######## hazard_detection_unit ########
### The clock network, hazard_detection_unit

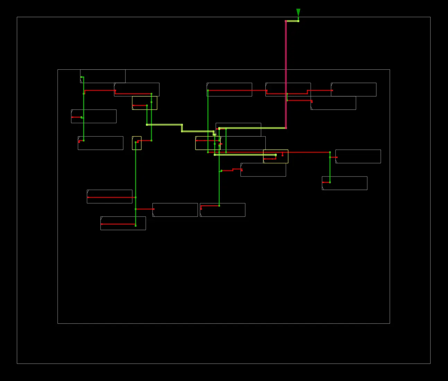

`src/rtl/hazard_detection_unit.sv`:
```
// Stall/flush control for the 5-stage MIPS pipeline: load-use and branch-in-ID
// dependences, memory-busy freeze, and a saturating stall-cycle counter.
module hazard_detection_unit #(
    parameter int unsigned CNT_W = 16
) (
    input  logic             I_HDU_clk,
    input  logic             I_HDU_rst_n,
    input  logic [4:0]       I_HDU_ID_RS,
    input  logic [4:0]       I_HDU_ID_RT,
    input  logic             I_HDU_ID_UsesRS,
    input  logic             I_HDU_ID_UsesRT,
    input  logic             I_HDU_ID_Branch,
    input  logic             I_HDU_ID_BranchTaken,
    input  logic [4:0]       I_HDU_EXE_regDst,
    input  logic             I_HDU_EXE_RegWrite,
    input  logic             I_HDU_EXE_MemRead,
    input  logic [4:0]       I_HDU_MEM_regDst,
    input  logic             I_HDU_MEM_MemRead,
    input  logic             I_HDU_MemBusy,
    input  logic             I_HDU_CntClr,
    output logic             O_HDU_PCWrite,
    output logic             O_HDU_IFID_Write,
    output logic             O_HDU_IDEX_Bubble,
    output logic             O_HDU_IFID_Flush,
    output logic             O_HDU_Freeze,
    output logic [CNT_W-1:0] O_HDU_StallCnt
);

    localparam logic [0:0] IDLE  = 1'b0;
    localparam logic [0:0] HOLD1 = 1'b1;

    logic [0:0]       state_q, state_d;
    logic [CNT_W-1:0] cnt_q;
    logic             rs_exe, rt_exe, rs_mem, rt_mem;
    logic             hit_exe, hit_mem;
    logic [1:0]       need;

    always_comb begin
        rs_exe  = I_HDU_ID_UsesRS && (I_HDU_ID_RS == I_HDU_EXE_regDst) && (I_HDU_EXE_regDst != 5'd0);
        rt_exe  = I_HDU_ID_UsesRT && (I_HDU_ID_RT == I_HDU_EXE_regDst) && (I_HDU_EXE_regDst != 5'd0);
        rs_mem  = I_HDU_ID_UsesRS && (I_HDU_ID_RS == I_HDU_MEM_regDst) && (I_HDU_MEM_regDst != 5'd0);
        rt_mem  = I_HDU_ID_UsesRT && (I_HDU_ID_RT == I_HDU_MEM_regDst) && (I_HDU_MEM_regDst != 5'd0);
        hit_exe = rs_exe || rt_exe;
        hit_mem = rs_mem || rt_mem;

        // Ordered priority: a load feeding an ID branch needs the extra cycle.
        if (I_HDU_ID_Branch && I_HDU_EXE_MemRead && hit_exe)
            need = 2'd2;
        else if (I_HDU_EXE_MemRead && hit_exe)
            need = 2'd1;
        else if (I_HDU_ID_Branch && I_HDU_EXE_RegWrite && hit_exe)
            need = 2'd1;
        else if (I_HDU_ID_Branch && I_HDU_MEM_MemRead && hit_mem)
            need = 2'd1;
        else
            need = 2'd0;
    end

    always_comb begin
        O_HDU_PCWrite     = 1'b0;
        O_HDU_IFID_Write  = 1'b0;
        O_HDU_IDEX_Bubble = 1'b0;
        O_HDU_IFID_Flush  = 1'b0;
        O_HDU_Freeze      = 1'b0;
        state_d           = state_q;

        if (!I_HDU_rst_n) begin
            O_HDU_IDEX_Bubble = 1'b1;
            state_d           = IDLE;
        end else if (I_HDU_MemBusy) begin
            O_HDU_Freeze = 1'b1;
        end else if (state_q == HOLD1) begin
            O_HDU_IDEX_Bubble = 1'b1;
            state_d           = IDLE;
        end else if (need != 2'd0) begin
            O_HDU_IDEX_Bubble = 1'b1;
            state_d           = (need == 2'd2) ? HOLD1 : IDLE;
        end else begin
            O_HDU_PCWrite    = 1'b1;
            O_HDU_IFID_Write = 1'b1;
            O_HDU_IFID_Flush = I_HDU_ID_BranchTaken;
        end
    end

    always_ff @(posedge I_HDU_clk or negedge I_HDU_rst_n) begin
        if (!I_HDU_rst_n) begin
            state_q <= IDLE;
            cnt_q   <= '0;
        end else begin
            state_q <= state_d;
            if (I_HDU_CntClr)
                cnt_q <= '0;
            else if (O_HDU_IDEX_Bubble && !I_HDU_MemBusy && (cnt_q != '1))
                cnt_q <= cnt_q + 1'b1;
        end
    end

    assign O_HDU_StallCnt = cnt_q;

endmodule
```
`config.mk`:
```
export PLATFORM = sky130hd
export DESIGN_NAME = hazard_detection_unit
export DESIGN_NICKNAME = d
export VERILOG_FILES = /design/src/rtl/hazard_detection_unit.sv
export SDC_FILE = /design/constraint.sdc
export NUM_CORES = 1
export LEC_CHECK = 0
export CORE_ASPECT_RATIO = 0.8
export CORE_MARGIN = 8
export CORE_UTILIZATION = 34
export CTS_CLUSTER_SIZE = 25
export DETAILED_ROUTE_END_ITERATION = 12
export PLACE_DENSITY = 0.75
export RECOVER_POWER = 100
export SLEW_MARGIN = 20
export SYNTH_ARGS = -nofsm -noshare
export SYNTH_HDL_FRONTEND = slang
export SYNTH_SLANG_ARGS = --single-unit
```
`constraint.sdc`:
```
create_clock -name I_HDU_clk -period 2.48 [get_ports I_HDU_clk]
set_clock_uncertainty 0.05 [all_clocks]
set_input_delay 0.496 -clock I_HDU_clk [delete_from_list [all_inputs] [get_ports I_HDU_clk]]
set_output_delay 0.496 -clock I_HDU_clk [all_outputs]
set_load 0.01 [all_outputs]
```
######## mic_frame_writer ########
<file path="config.mk">
export PLATFORM = sky130hd
export DESIGN_NAME = mic_frame_writer
export DESIGN_NICKNAME = d
export VERILOG_FILES = /design/src/rtl/mic_frame_pkg.sv /design/src/rtl/mic_frame_writer_sync.sv /design/src/rtl/mic_frame_writer.sv
export SDC_FILE = /design/constraint.sdc
export NUM_CORES = 1
export LEC_CHECK = 0
export CAP_MARGIN = 10
export CORE_AREA = 2 2 97 146
export CTS_CLUSTER_DIAMETER = 40
export DETAILED_ROUTE_END_ITERATION = 8
export DIE_AREA = 0 0 99 148
export PLACE_DENSITY = 0.79
export SYNTH_ARGS = -nofsm -noshare
export SYNTH_HDL_FRONTEND = slang
export SYNTH_SLANG_ARGS = --single-unit
</file>
<file path="constraint.sdc">
create_clock -name clk_clk -period 3.6 [get_ports clk_clk]
set_input_delay 0.54 -clock clk_clk [delete_from_list [all_inputs] [get_ports clk_clk]]
set_output_delay 0.54 -clock clk_clk [all_outputs]
set_load 0.01 [all_outputs]
</file>
<file path="src/rtl/mic_frame_pkg.sv">
// Shared types, mailbox layout and helpers for the mic frame writer.
package mic_frame_pkg;

  typedef enum logic [2:0] {
    IDLE = 3'd0,
    WR   = 3'd1,
    POST = 3'd2,
    RD   = 3'd3,
    CHK  = 3'd4
  } state_t;

  localparam int SAMPLE_W      = 16;
  localparam int MBX_VALID_BIT = 31;
  localparam int MBX_BUF_BIT   = 30;
  localparam int MBX_SEQ_LSB   = 0;
  localparam int MBX_SEQ_W     = 16;

  // Counter increment that sticks at all-ones instead of wrapping.
  function automatic logic [15:0] sat_inc16(input logic [15:0] v);
    if (v == 16'hFFFF) begin
      return v;
    end else begin
      return v + 16'd1;
    end
  endfunction

  // Mailbox word: valid flag, buffer just completed, frame sequence number.
  function automatic logic [31:0] mbx_word(input logic buf_v, input logic [15:0] seq_v);
    logic [31:0] w;
    w                               = 32'd0;
    w[MBX_VALID_BIT]                = 1'b1;
    w[MBX_BUF_BIT]                  = buf_v;
    w[MBX_SEQ_LSB +: MBX_SEQ_W]     = seq_v;
    return w;
  endfunction

endpackage

</file>
<file path="src/rtl/mic_frame_writer_sync.sv">
// Brings the slow-domain valid strobe into clk and emits a one-cycle pulse on its rising edge.
module valid_edge_sync (
  input  logic clk,
  input  logic rst_n,
  input  logic async_in,
  output logic pulse
);

  logic meta_r;
  logic sync_r;
  logic prev_r;
  logic pulse_r;

  // Two-flop synchroniser, one history flop and a registered rising-edge pulse.
  always_ff @(posedge clk or negedge rst_n) begin
    if (!rst_n) begin
      meta_r  <= 1'b0;
      sync_r  <= 1'b0;
      prev_r  <= 1'b0;
      pulse_r <= 1'b0;
    end else begin
      meta_r  <= async_in;
      sync_r  <= meta_r;
      prev_r  <= sync_r;
      pulse_r <= sync_r & ~prev_r;
    end
  end

  assign pulse = pulse_r;

endmodule

</file>
<file path="src/rtl/mic_frame_writer.sv">
// Packs per-mic sample sets into ping-pong frame buffers in shared RAM and
// posts a mailbox word plus level IRQ per completed frame.
module mic_frame_writer
  import mic_frame_pkg::*;
#(
  parameter int MIC_N         = 2,
  parameter int FRAME_LEN     = 64,
  parameter int ADDR_W        = 10,
  parameter int RD_LAT        = 2,
  parameter int POLL_INTERVAL = 256
) (
  input  logic                      clk_clk,
  input  logic                      reset_reset_n,
  input  logic                      enable,
  input  logic                      in_valid,
  input  logic [MIC_N*SAMPLE_W-1:0] in_data,
  output logic [ADDR_W-1:0]         avm_address,
  output logic                      avm_chipselect,
  output logic                      avm_write,
  output logic [31:0]               avm_writedata,
  output logic [3:0]                avm_byteenable,
  input  logic [31:0]               avm_readdata,
  output logic                      irq,
  output logic [15:0]               overrun_cnt,
  output logic [15:0]               drop_cnt
);

  localparam int WPS       = MIC_N / 2;
  localparam int BUF_WORDS = FRAME_LEN * WPS;
  localparam int SET_W     = (FRAME_LEN > 1) ? $clog2(FRAME_LEN) : 1;
  localparam int WORD_W    = (WPS > 1) ? $clog2(WPS) : 1;
  localparam int PT_W      = $clog2(POLL_INTERVAL + 1);
  localparam int RC_W      = $clog2(RD_LAT + 1);
  localparam logic [ADDR_W-1:0] MBX_ADDR = '1;

  state_t                      state_r, state_s;
  logic                        buf_r, buf_s;
  logic [SET_W-1:0]            set_r, set_s;
  logic [WORD_W-1:0]           word_r, word_s;
  logic [15:0]                 seq_r, seq_s;
  logic                        posted_r, posted_s;
  logic [PT_W-1:0]             poll_tmr_r, poll_tmr_s;
  logic [RC_W-1:0]             rd_cnt_r, rd_cnt_s;
  logic                        pend_r;
  logic [MIC_N*SAMPLE_W-1:0]   hold_r;
  logic                        pend_clr_s;
  logic                        ovr_inc_s;
  logic                        rd_start_s;
  logic                        edge_s;
  logic                        edge_acc_s;
  logic                        cs_s, we_s;
  logic [ADDR_W-1:0]           addr_s;
  logic [31:0]                 wdata_s;
  logic                        cs_r, we_r, irq_r;
  logic [ADDR_W-1:0]           addr_r;
  logic [31:0]                 wdata_r;
  logic [15:0]                 ovr_cnt_r, drop_cnt_r;

  valid_edge_sync u_sync (
    .clk      (clk_clk),
    .rst_n    (reset_reset_n),
    .async_in (in_valid),
    .pulse    (edge_s)
  );

  assign edge_acc_s = edge_s & enable;

  // Next-state logic: sample writes take priority over mailbox polling at IDLE.
  always_comb begin
    state_s    = state_r;
    buf_s      = buf_r;
    set_s      = set_r;
    word_s     = word_r;
    seq_s      = seq_r;
    posted_s   = posted_r;
    poll_tmr_s = poll_tmr_r;
    rd_cnt_s   = rd_cnt_r;
    pend_clr_s = 1'b0;
    ovr_inc_s  = 1'b0;
    rd_start_s = 1'b0;
    case (state_r)
      IDLE: begin
        if (!enable) begin
          set_s  = '0;
          word_s = '0;
        end else begin
          set_s  = set_r;
        end
        if (pend_r) begin
          state_s = WR;
          word_s  = '0;
        end else if (posted_r && (poll_tmr_r == '0)) begin
          state_s    = RD;
          rd_cnt_s   = '0;
          rd_start_s = 1'b1;
        end else if (poll_tmr_r != '0) begin
          poll_tmr_s = poll_tmr_r - PT_W'(1);
        end else begin
          poll_tmr_s = poll_tmr_r;
        end
      end
      WR: begin
        if (word_r == WORD_W'(WPS - 1)) begin
          pend_clr_s = 1'b1;
          if (set_r == SET_W'(FRAME_LEN - 1)) begin
            state_s = POST;
            set_s   = '0;
          end else begin
            state_s = IDLE;
            set_s   = set_r + SET_W'(1);
          end
        end else begin
          word_s = word_r + WORD_W'(1);
        end
      end
      POST: begin
        if (!posted_r) begin
          posted_s = 1'b1;
        end else begin
          ovr_inc_s = 1'b1;
        end
        buf_s   = ~buf_r;
        seq_s   = seq_r + 16'd1;
        state_s = IDLE;
      end
      RD: begin
        if (rd_cnt_r == RC_W'(RD_LAT - 1)) begin
          state_s = CHK;
        end else begin
          rd_cnt_s = rd_cnt_r + RC_W'(1);
        end
      end
      CHK: begin
        if (avm_readdata == 32'd0) begin
          posted_s = 1'b0;
        end else begin
          posted_s = posted_r;
        end
        poll_tmr_s = PT_W'(POLL_INTERVAL - 1);
        state_s    = IDLE;
      end
      default: begin
        state_s = IDLE;
      end
    endcase
  end

  // Bus outputs for the cycle spent in the next state, so they can be registered.
  always_comb begin
    cs_s    = 1'b0;
    we_s    = 1'b0;
    addr_s  = '0;
    wdata_s = 32'd0;
    case (state_s)
      WR: begin
        cs_s    = 1'b1;
        we_s    = 1'b1;
        addr_s  = ADDR_W'(int'(buf_s) * BUF_WORDS + int'(set_s) * WPS + int'(word_s));
        wdata_s = hold_r[int'(word_s) * (2 * SAMPLE_W) +: 32];
      end
      POST: begin
        if (!posted_s) begin
          cs_s    = 1'b1;
          we_s    = 1'b1;
          addr_s  = MBX_ADDR;
          wdata_s = mbx_word(buf_s, seq_s);
        end else begin
          cs_s    = 1'b0;
        end
      end
      RD: begin
        if (rd_start_s) begin
          cs_s   = 1'b1;
          addr_s = MBX_ADDR;
        end else begin
          cs_s   = 1'b0;
        end
      end
      default: begin
        cs_s = 1'b0;
      end
    endcase
  end

  // FSM and frame-position state registers.
  always_ff @(posedge clk_clk or negedge reset_reset_n) begin
    if (!reset_reset_n) begin
      state_r    <= IDLE;
      buf_r      <= 1'b0;
      set_r      <= '0;
      word_r     <= '0;
      seq_r      <= 16'd0;
      posted_r   <= 1'b0;
      poll_tmr_r <= '0;
      rd_cnt_r   <= '0;
    end else begin
      state_r    <= state_s;
      buf_r      <= buf_s;
      set_r      <= set_s;
      word_r     <= word_s;
      seq_r      <= seq_s;
      posted_r   <= posted_s;
      poll_tmr_r <= poll_tmr_s;
      rd_cnt_r   <= rd_cnt_s;
    end
  end

  // Holding register: a new edge is accepted when free or being freed this cycle, else dropped.
  always_ff @(posedge clk_clk or negedge reset_reset_n) begin
    if (!reset_reset_n) begin
      pend_r     <= 1'b0;
      hold_r     <= '0;
      drop_cnt_r <= 16'd0;
    end else if (edge_acc_s && (!pend_r || pend_clr_s)) begin
      pend_r     <= 1'b1;
      hold_r     <= in_data;
    end else if (edge_acc_s) begin
      drop_cnt_r <= sat_inc16(drop_cnt_r);
    end else if (pend_clr_s) begin
      pend_r     <= 1'b0;
    end else begin
      pend_r     <= pend_r;
    end
  end

  // Overrun counter: frames finished while the previous one is still unacknowledged.
  always_ff @(posedge clk_clk or negedge reset_reset_n) begin
    if (!reset_reset_n) begin
      ovr_cnt_r <= 16'd0;
    end else if (ovr_inc_s) begin
      ovr_cnt_r <= sat_inc16(ovr_cnt_r);
    end else begin
      ovr_cnt_r <= ovr_cnt_r;
    end
  end

  // Registered bus and interrupt outputs.
  always_ff @(posedge clk_clk or negedge reset_reset_n) begin
    if (!reset_reset_n) begin
      cs_r    <= 1'b0;
      we_r    <= 1'b0;
      addr_r  <= '0;
      wdata_r <= 32'd0;
      irq_r   <= 1'b0;
    end else begin
      cs_r    <= cs_s;
      we_r    <= we_s;
      addr_r  <= addr_s;
      wdata_r <= wdata_s;
      irq_r   <= posted_s;
    end
  end

  assign avm_address    = addr_r;
  assign avm_chipselect = cs_r;
  assign avm_write      = we_r;
  assign avm_writedata  = wdata_r;
  assign avm_byteenable = 4'hF;
  assign irq            = irq_r;
  assign overrun_cnt    = ovr_cnt_r;
  assign drop_cnt       = drop_cnt_r;

endmodule
</file>
######## fifo_push_arbiter ########
==> config.mk <==
export PLATFORM = sky130hd
export DESIGN_NAME = fifo_push_arbiter
export DESIGN_NICKNAME = d
export VERILOG_FILES = /design/src/rtl/fifo_arb_pkg.sv /design/src/rtl/fifo_push_arbiter_rr_pick.sv /design/src/rtl/fifo_push_arbiter.sv
export SDC_FILE = /design/constraint.sdc
export NUM_CORES = 1
export LEC_CHECK = 0
export CORE_UTILIZATION = 41
export CTS_CLUSTER_SIZE = 10
export DETAILED_ROUTE_END_ITERATION = 6
export PLACE_DENSITY = 0.81
export SLEW_MARGIN = 20
export SYNTH_ARGS = -nofsm -noshare
export SYNTH_HDL_FRONTEND = slang
export SYNTH_SLANG_ARGS = --single-unit
==> constraint.sdc <==
create_clock -name sclk -period 3 [get_ports sclk]
set_input_delay 0.9 -clock sclk [delete_from_list [all_inputs] [get_ports sclk]]
set_output_delay 0.9 -clock sclk [all_outputs]
set_load 0.05 [all_outputs]
==> src/rtl/fifo_arb_pkg.sv <==
// Shared types and default constants for the FIFO push arbiter.
// This package also holds the grant FSM state encoding.
package fifo_arb_pkg;

  typedef enum logic {
    IDLE = 1'b0,
    BUSY = 1'b1
  } arb_state_e;

  localparam int DEF_NUM_REQ   = 4;
  localparam int DEF_DATA_W    = 8;
  localparam int DEF_MAX_BURST = 4;
  localparam int BURST_W       = 4;

endpackage

==> src/rtl/fifo_push_arbiter_rr_pick.sv <==
// Round-robin picker: finds the first set request bit at or after the pointer.
// The search runs upward through the request vector and wraps past the top.
module rr_pick #(
  parameter int NUM_REQ = 4,
  parameter int PW      = $clog2(NUM_REQ)
) (
  input  logic [NUM_REQ-1:0] i_req,
  input  logic [PW-1:0]      i_ptr,
  output logic               o_valid,
  output logic [PW-1:0]      o_idx
);

  localparam logic [PW:0] NUM_W = (PW+1)'(NUM_REQ);

  logic [PW:0]   w_sum;
  logic [PW-1:0] w_cand;

  // Earliest hit in search order wins; the extra sum bit absorbs the wrap.
  always_comb begin
    o_valid = 1'b0;
    o_idx   = '0;
    w_sum   = '0;
    w_cand  = '0;
    for (int k = 0; k < NUM_REQ; k++) begin
      w_sum = {1'b0, i_ptr} + (PW+1)'(k);
      if (w_sum >= NUM_W) begin
        w_sum = w_sum - NUM_W;
      end
      w_cand = w_sum[PW-1:0];
      if (!o_valid && i_req[w_cand]) begin
        o_valid = 1'b1;
        o_idx   = w_cand;
      end
    end
  end

endmodule

==> src/rtl/fifo_push_arbiter.sv <==
// Multiplexes NUM_REQ write requesters onto one FIFO push port.
// Grants are round-robin, and each grant is limited to MAX_BURST words.
module fifo_push_arbiter
  import fifo_arb_pkg::*;
#(
  parameter int NUM_REQ   = DEF_NUM_REQ,
  parameter int DATA_W    = DEF_DATA_W,
  parameter int MAX_BURST = DEF_MAX_BURST
) (
  input  logic                       sclk,
  input  logic                       rst,
  input  logic [NUM_REQ-1:0]         req,
  input  logic [NUM_REQ*DATA_W-1:0]  wdata,
  input  logic                       full,
  output logic [NUM_REQ-1:0]         gnt,
  output logic                       push,
  output logic [DATA_W-1:0]          d_in,
  output logic [$clog2(NUM_REQ)-1:0] owner,
  output logic                       busy
);

  localparam int PW = $clog2(NUM_REQ);

  arb_state_e         r_state, w_stateNext;
  logic [NUM_REQ-1:0] r_gnt, w_gntNext;
  logic [PW-1:0]      r_owner, w_ownerNext;
  logic [PW-1:0]      r_rrPtr, w_ptrNext;
  logic [BURST_W-1:0] r_burst, w_burstNext;

  logic [NUM_REQ-1:0] w_pickReq;
  logic               w_pickValid;
  logic [PW-1:0]      w_pickIdx;
  logic [PW-1:0]      w_pickIdxInc;
  logic               w_accept;
  logic               w_lastWord;
  logic               w_release;
  logic [DATA_W-1:0]  w_slot [NUM_REQ];

  for (genvar g = 0; g < NUM_REQ; g++) begin : g_slot
    assign w_slot[g] = wdata[g*DATA_W +: DATA_W];
  end

  assign w_accept   = (r_state == BUSY) & req[r_owner] & r_gnt[r_owner] & ~full;
  assign w_lastWord = (r_burst == BURST_W'(MAX_BURST - 1));
  assign w_release  = (r_state == BUSY) & ((w_accept & w_lastWord) | ~req[r_owner]);

  // While busy the current owner is masked, so a release rotates to someone else.
  assign w_pickReq    = (r_state == BUSY) ? (req & ~r_gnt) : req;
  assign w_pickIdxInc = (w_pickIdx == PW'(NUM_REQ - 1)) ? '0 : w_pickIdx + 1'b1;

  rr_pick #(
    .NUM_REQ (NUM_REQ),
    .PW      (PW)
  ) u_rr_pick (
    .i_req   (w_pickReq),
    .i_ptr   (r_rrPtr),
    .o_valid (w_pickValid),
    .o_idx   (w_pickIdx)
  );

  assign push  = w_accept;
  assign d_in  = w_slot[r_owner];
  assign gnt   = r_gnt;
  assign owner = r_owner;
  assign busy  = (r_state == BUSY);

  always_comb begin
    w_stateNext = r_state;
    w_gntNext   = r_gnt;
    w_ownerNext = r_owner;
    w_ptrNext   = r_rrPtr;
    w_burstNext = r_burst;
    case (r_state)
      IDLE: begin
        if (w_pickValid) begin
          w_stateNext = BUSY;
          w_gntNext   = NUM_REQ'(1) << w_pickIdx;
          w_ownerNext = w_pickIdx;
          w_ptrNext   = w_pickIdxInc;
          w_burstNext = '0;
        end
      end
      BUSY: begin
        if (w_accept) begin
          w_burstNext = r_burst + 1'b1;
        end
        if (w_release) begin
          if (w_pickValid) begin
            w_gntNext   = NUM_REQ'(1) << w_pickIdx;
            w_ownerNext = w_pickIdx;
            w_ptrNext   = w_pickIdxInc;
            w_burstNext = '0;
          end else if (req[r_owner]) begin
            // Sole requester that hit the burst limit keeps going with a fresh burst.
            w_burstNext = '0;
          end else begin
            w_stateNext = IDLE;
            w_gntNext   = '0;
            w_ownerNext = '0;
            w_burstNext = '0;
          end
        end
      end
      default: begin
        w_stateNext = IDLE;
        w_gntNext   = '0;
        w_ownerNext = '0;
        w_burstNext = '0;
      end
    endcase
  end

  always_ff @(posedge sclk or negedge rst) begin
    if (!rst) begin
      r_state <= IDLE;
      r_gnt   <= '0;
      r_owner <= '0;
      r_rrPtr <= '0;
      r_burst <= '0;
    end else begin
      r_state <= w_stateNext;
      r_gnt   <= w_gntNext;
      r_owner <= w_ownerNext;
      r_rrPtr <= w_ptrNext;
      r_burst <= w_burstNext;
    end
  end

endmodule


==> screenshots <==
Clock network drawn from the DEF.
shot_01.png
Scale: 6 px per um.
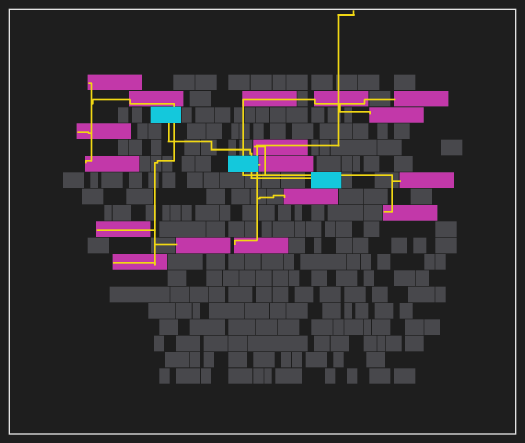
shot_02.png
Scale: 4 px per um.
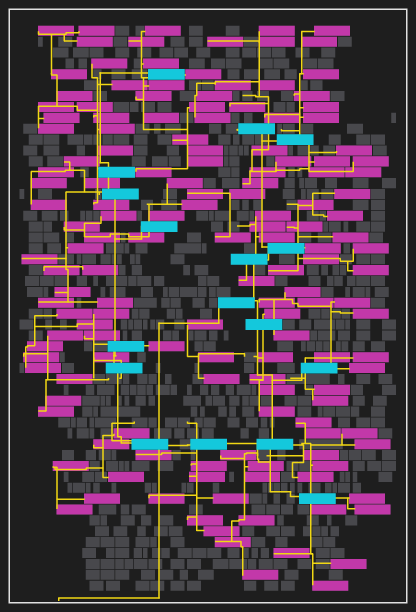
shot_03.png
Scale: 10 px per um.
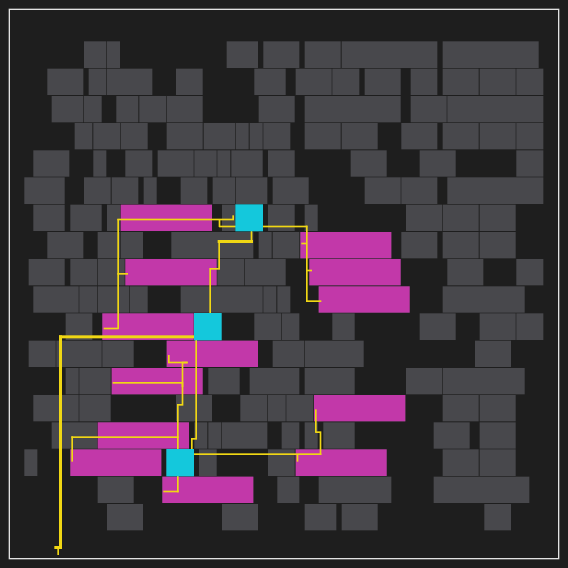
The one with the fewest sequential cells is shot_03.png.
The one with the most sequential cells is shot_02.png.
For hazard_detection_unit, see shot_01.png.
For mic_frame_writer, see shot_02.png.
For fifo_push_arbiter, see shot_03.png.

Key to shot_01.png:
legend:
  flip-flops:
    color: magenta
    count: 17
  clock-net drivers:
    color: cyan
    count: 3
  clock wires:
    color: yellow
    length: 281 um
routed clock nets: 4

### Layout detail, hazard_detection_unit

Window x 30 to 55, y 23 to 48 um. Cells in gray, sequential cells in the stronger gray; small squares are vias.
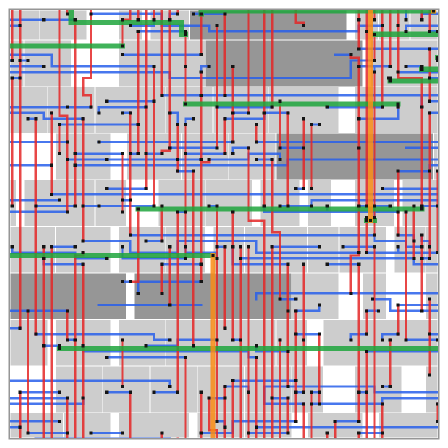
legend:
  M2:
    color: red
  M1:
    color: blue
  M4:
    color: orange
  M3:
    color: green
most frequent: buf_4 (24), dfrtp_1 (5)
cells with their middle in the window: 62
sequential cells in the window: 5
netlist names of flops here include: O_HDU_StallCnt (4), state_q (1)

Notes on 'The clock network' of hazard_detection_unit above:
cts bufs inserted: 3
clkbuf count: 3

==> impl_metrics.py, hazard_detection_unit <==
# Flow results
metrics = {
    "outcome": {
        "status": "finished clean",
    },
    "hold_path": {
        "hold_end": "O_HDU_StallCnt[6]",
        "worstHoldPathType": "flop to flop",
        "hold_depth": 2,
    },
    "logic_synthesis": {
        "ys_top_cells_by_count": "17 x dfrtp_1, 14 x a21oi_1, 12 x xnor2_1",
        "logic_family": "simple AND/OR/NAND/NOR gates",
        "mux_share_pct": 2.57,
        "syn_nets": 175,
        "top_area_share_pct": 33.7,
        "edf_count": 0,
        "synth-cells-yosys": 143,
        "syn_area_sq_mm": 0.00126,
        "ys_sh_xor_pct": 14.6,
    },
    "job": {
        "warning_count": 27,
    },
    "power_and_ir_drop": {
        "switching_share_pct": 29.1,
        "combPwrFrac_pct": 28.5,
        "power_clock_uw": 219,
        "p_int_uw": 498,
        "seq_power_share_pct": 40.2,
        "clockPowerShare_pct": 31.2,
        "finalPower_uw": 702,
    },
    "final_timing": {
        "max_slew_margin_pct": 71.0,
        "maxSlewViolCount": 0,
        "hold_viol_final": 0,
        "setup-violations-final": 0,
    },
    "layout": {
        "largest_reg_flops": 16,
        "antenna_cells": 0,
        "fin_nets": 266,
        "dominant_cells": "combinational gates",
        "signal_buffers": 92,
        "inverters": 2,
        "fin_area_sq_mm": 0.00225,
        "comb_area_sq_um": 951,
        "seq-cell-share_pct": 18.9,
        "area_share_clock_buf_inv_pct": 2.06,
        "final_cell_mix": "35 x buf_4, 25 x clkdlybuf4s50_1, 17 x dfrtp_1, 11 x xnor2_1",
        "fin_util_pct": 64.4,
        "logic_gate_count": 118,
    },
    "critical_path": {
        "cp-end-kind": "output pin",
        "r2r_end": "O_HDU_StallCnt[14]",
        "critical_path.startpoint": "I_HDU_EXE_regDst[2]",
        "worst_path_max_delay_cell": "nor4_4",
        "cp_max_fo": 2,
        "crit_arrival_ps": 1880,
        "critPathTopFamily": "simple AND/OR/NAND/NOR gates",
        "crit_buf_inv": 3,
    },
    "drt": {
        "ant_nets": 0,
        "vias": 1466,
        "wl_met1_mm": 2.09,
        "drt_iter0_markers": 96,
        "drt_first_pass_iters": 4,
        "wl_mm": 4.79,
    },
    "grt": {
        "use_met1_pct": 17.9,
        "track_usage_pct": 14.8,
        "antenna_found_initial": 0,
        "grt_max_degree": 15,
        "grt.busiest_layer": "met2",
        "grt_use_met2_pct": 25.9,
    },
    "floorplan": {
        "row_count": 19,
        "die_h_um": 70.5,
        "fp-utilization_pct": 36.2,
        "dieArea_sq_mm": 0.00594,
    },
    "clocking": {
        "clk_latency_ps": 260,
        "clk_pin_slew_ps": 70,
        "cts_tree": "done",
    },
    "placement": {
        "gp_congestion": 0.927,
    },
}
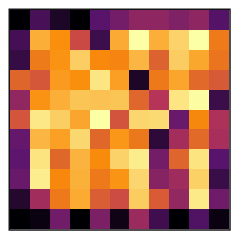
*Local utilization, fifo_push_arbiter*
Scale: 4 px per um. The die is cut into 11 by 11 equal tiles; black is low, pale yellow is high, 0 to 100% covered.
nearly empty tiles: 4.1%
fullest tile: 100%
emptiest ninth of the die: bottom right
tiles over 75% full: 39%
mean over tiles: 58%

==> impl_metrics.py, fifo_push_arbiter <==
# Flow results
metrics = {
    "layout": {
        "logic_gate_count": 78,
        "n_fill_cell": 204,
        "nClkBuffers": 4,
        "final_cell_mix": "41 x clkdlybuf4s50_1, 18 x buf_4, 13 x dfrtp_1, 9 x nand2_1",
        "area_share_clock_buf_inv_pct": 1.47,
        "fin_util_pct": 70.0,
        "signal_buffers": 64,
    },
    "floorplan": {
        "core_sq_mm": 0.00254,
        "dieArea_sq_mm": 0.00300,
        "io_pins": 55,
        "die_x_um": 54.8,
        "row_count": 18,
    },
    "drt": {
        "drt_first_pass_iters": 4,
        "wl_per_cell_um": 16.1,
        "wl_met1_mm": 1.19,
        "dr_wl_met2_mm": 1.65,
        "dr_wl_met3_um": 262,
        "wl_mm": 3.12,
    },
    "logic_synthesis": {
        "ys_ff": 13,
        "synthArstFlopShare_pct": 100,
        "synth-simple-area-share_pct": 14.2,
        "synthAoiAreaFrac_pct": 22.7,
        "logic_family": "multiplexers",
        "post-synth-top-count-cell": "dfrtp_1",
    },
    "clocking": {
        "hold_buffers": 0,
        "numClockSinks": 13,
        "cts_made_buffers": 3,
    },
    "critical_path": {
        "cp-end-kind": "output pin",
        "max_stage_delay_ps": 510,
        "r2r_end": "r_rrPtr[0]",
        "crit_arrival_ps": 2020,
    },
    "power_and_ir_drop": {
        "p_per_area_mw_per_mm2": 939,
        "power_clock_uw": 108,
        "seq_power_share_pct": 20.7,
        "pg_seq_uw": 347,
        "combPwrFrac_pct": 72.8,
        "maxPowerGroup": "combinational logic",
    },
    "grt": {
        "grt_pass1_vias": 1126,
        "grt_max_degree": 14,
        "grt.busiest_layer": "met2",
        "grt_use_met2_pct": 41.0,
    },
    "placement": {
        "port_buffers": 54,
        "post-dp-hpwl_mm": 2.47,
    },
    "final_timing": {
        "setup-violations-final": 0,
        "tightest_slew_ps": 621,
        "fmax_mhz": 343,
        "hold_viol_final": 0,
    },
    "job": {
        "warning_count": 29,
    },
    "outcome": {
        "status": "finished clean",
    },
}
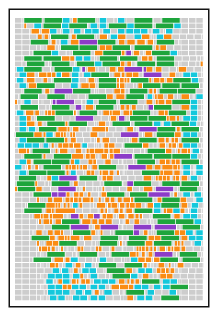
*Placement by cell class, mic_frame_writer*
Scale: 2 px per um. Fill, decap, tap and diode cells in gray.
legend:
  registers:
    color: green
    cells: 151
    share_of_their_area: 44%
  remaining logic cells:
    color: orange
    cells: 383
    share_of_their_area: 32%
  clock drivers and dummy loads:
    color: purple
    cells: 32
    share_of_their_area: 6.9%
  remaining buffers and delay cells:
    color: cyan
    cells: 151
    share_of_their_area: 17%

==> impl_metrics.py, mic_frame_writer <==
# Flow results
metrics = {
    "logic_synthesis": {
        "yosys.area_share.adder_pct": 1.70,
        "top_area_share_pct": 57.1,
        "yosys-stat-area_sq_mm": 0.00662,
        "yosysWarnings": 0,
        "ys_ff": 151,
        "synthAoiAreaFrac_pct": 8.47,
        "yosys.area.top_type": "dfrtp_1",
        "synthCells": 555,
    },
    "final_timing": {
        "grt_setup_unrepaired": "false",
        "setup-violations-final": 0,
        "max_slew_margin_pct": 42.6,
        "setup_slack_ps": 483,
        "fin_crit_ps": 3120,
    },
    "drt": {
        "vias": 4877,
        "drcViolationCount": 0,
        "dr_wl_met2_mm": 8.05,
    },
    "floorplan": {
        "nWellTaps": 162,
    },
    "power_and_ir_drop": {
        "p_per_area_mw_per_mm2": 619,
        "ir_worst_vdd_mv": 0.335,
    },
    "outcome": {
        "status": "finished clean",
    },
    "layout": {
        "area_share_clock_buf_inv_pct": 6.71,
        "stdcell_count": 879,
    },
    "critical_path": {
        "cp-end-kind": "flop",
        "max_stage_delay_ps": 440,
        "r2r_slack_ps": 480,
    },
    "clocking": {
        "root_buffer": "clkbuf_16",
        "numClockSinks": 151,
    },
    "grt": {
        "grt_use_met2_pct": 37.5,
    },
}

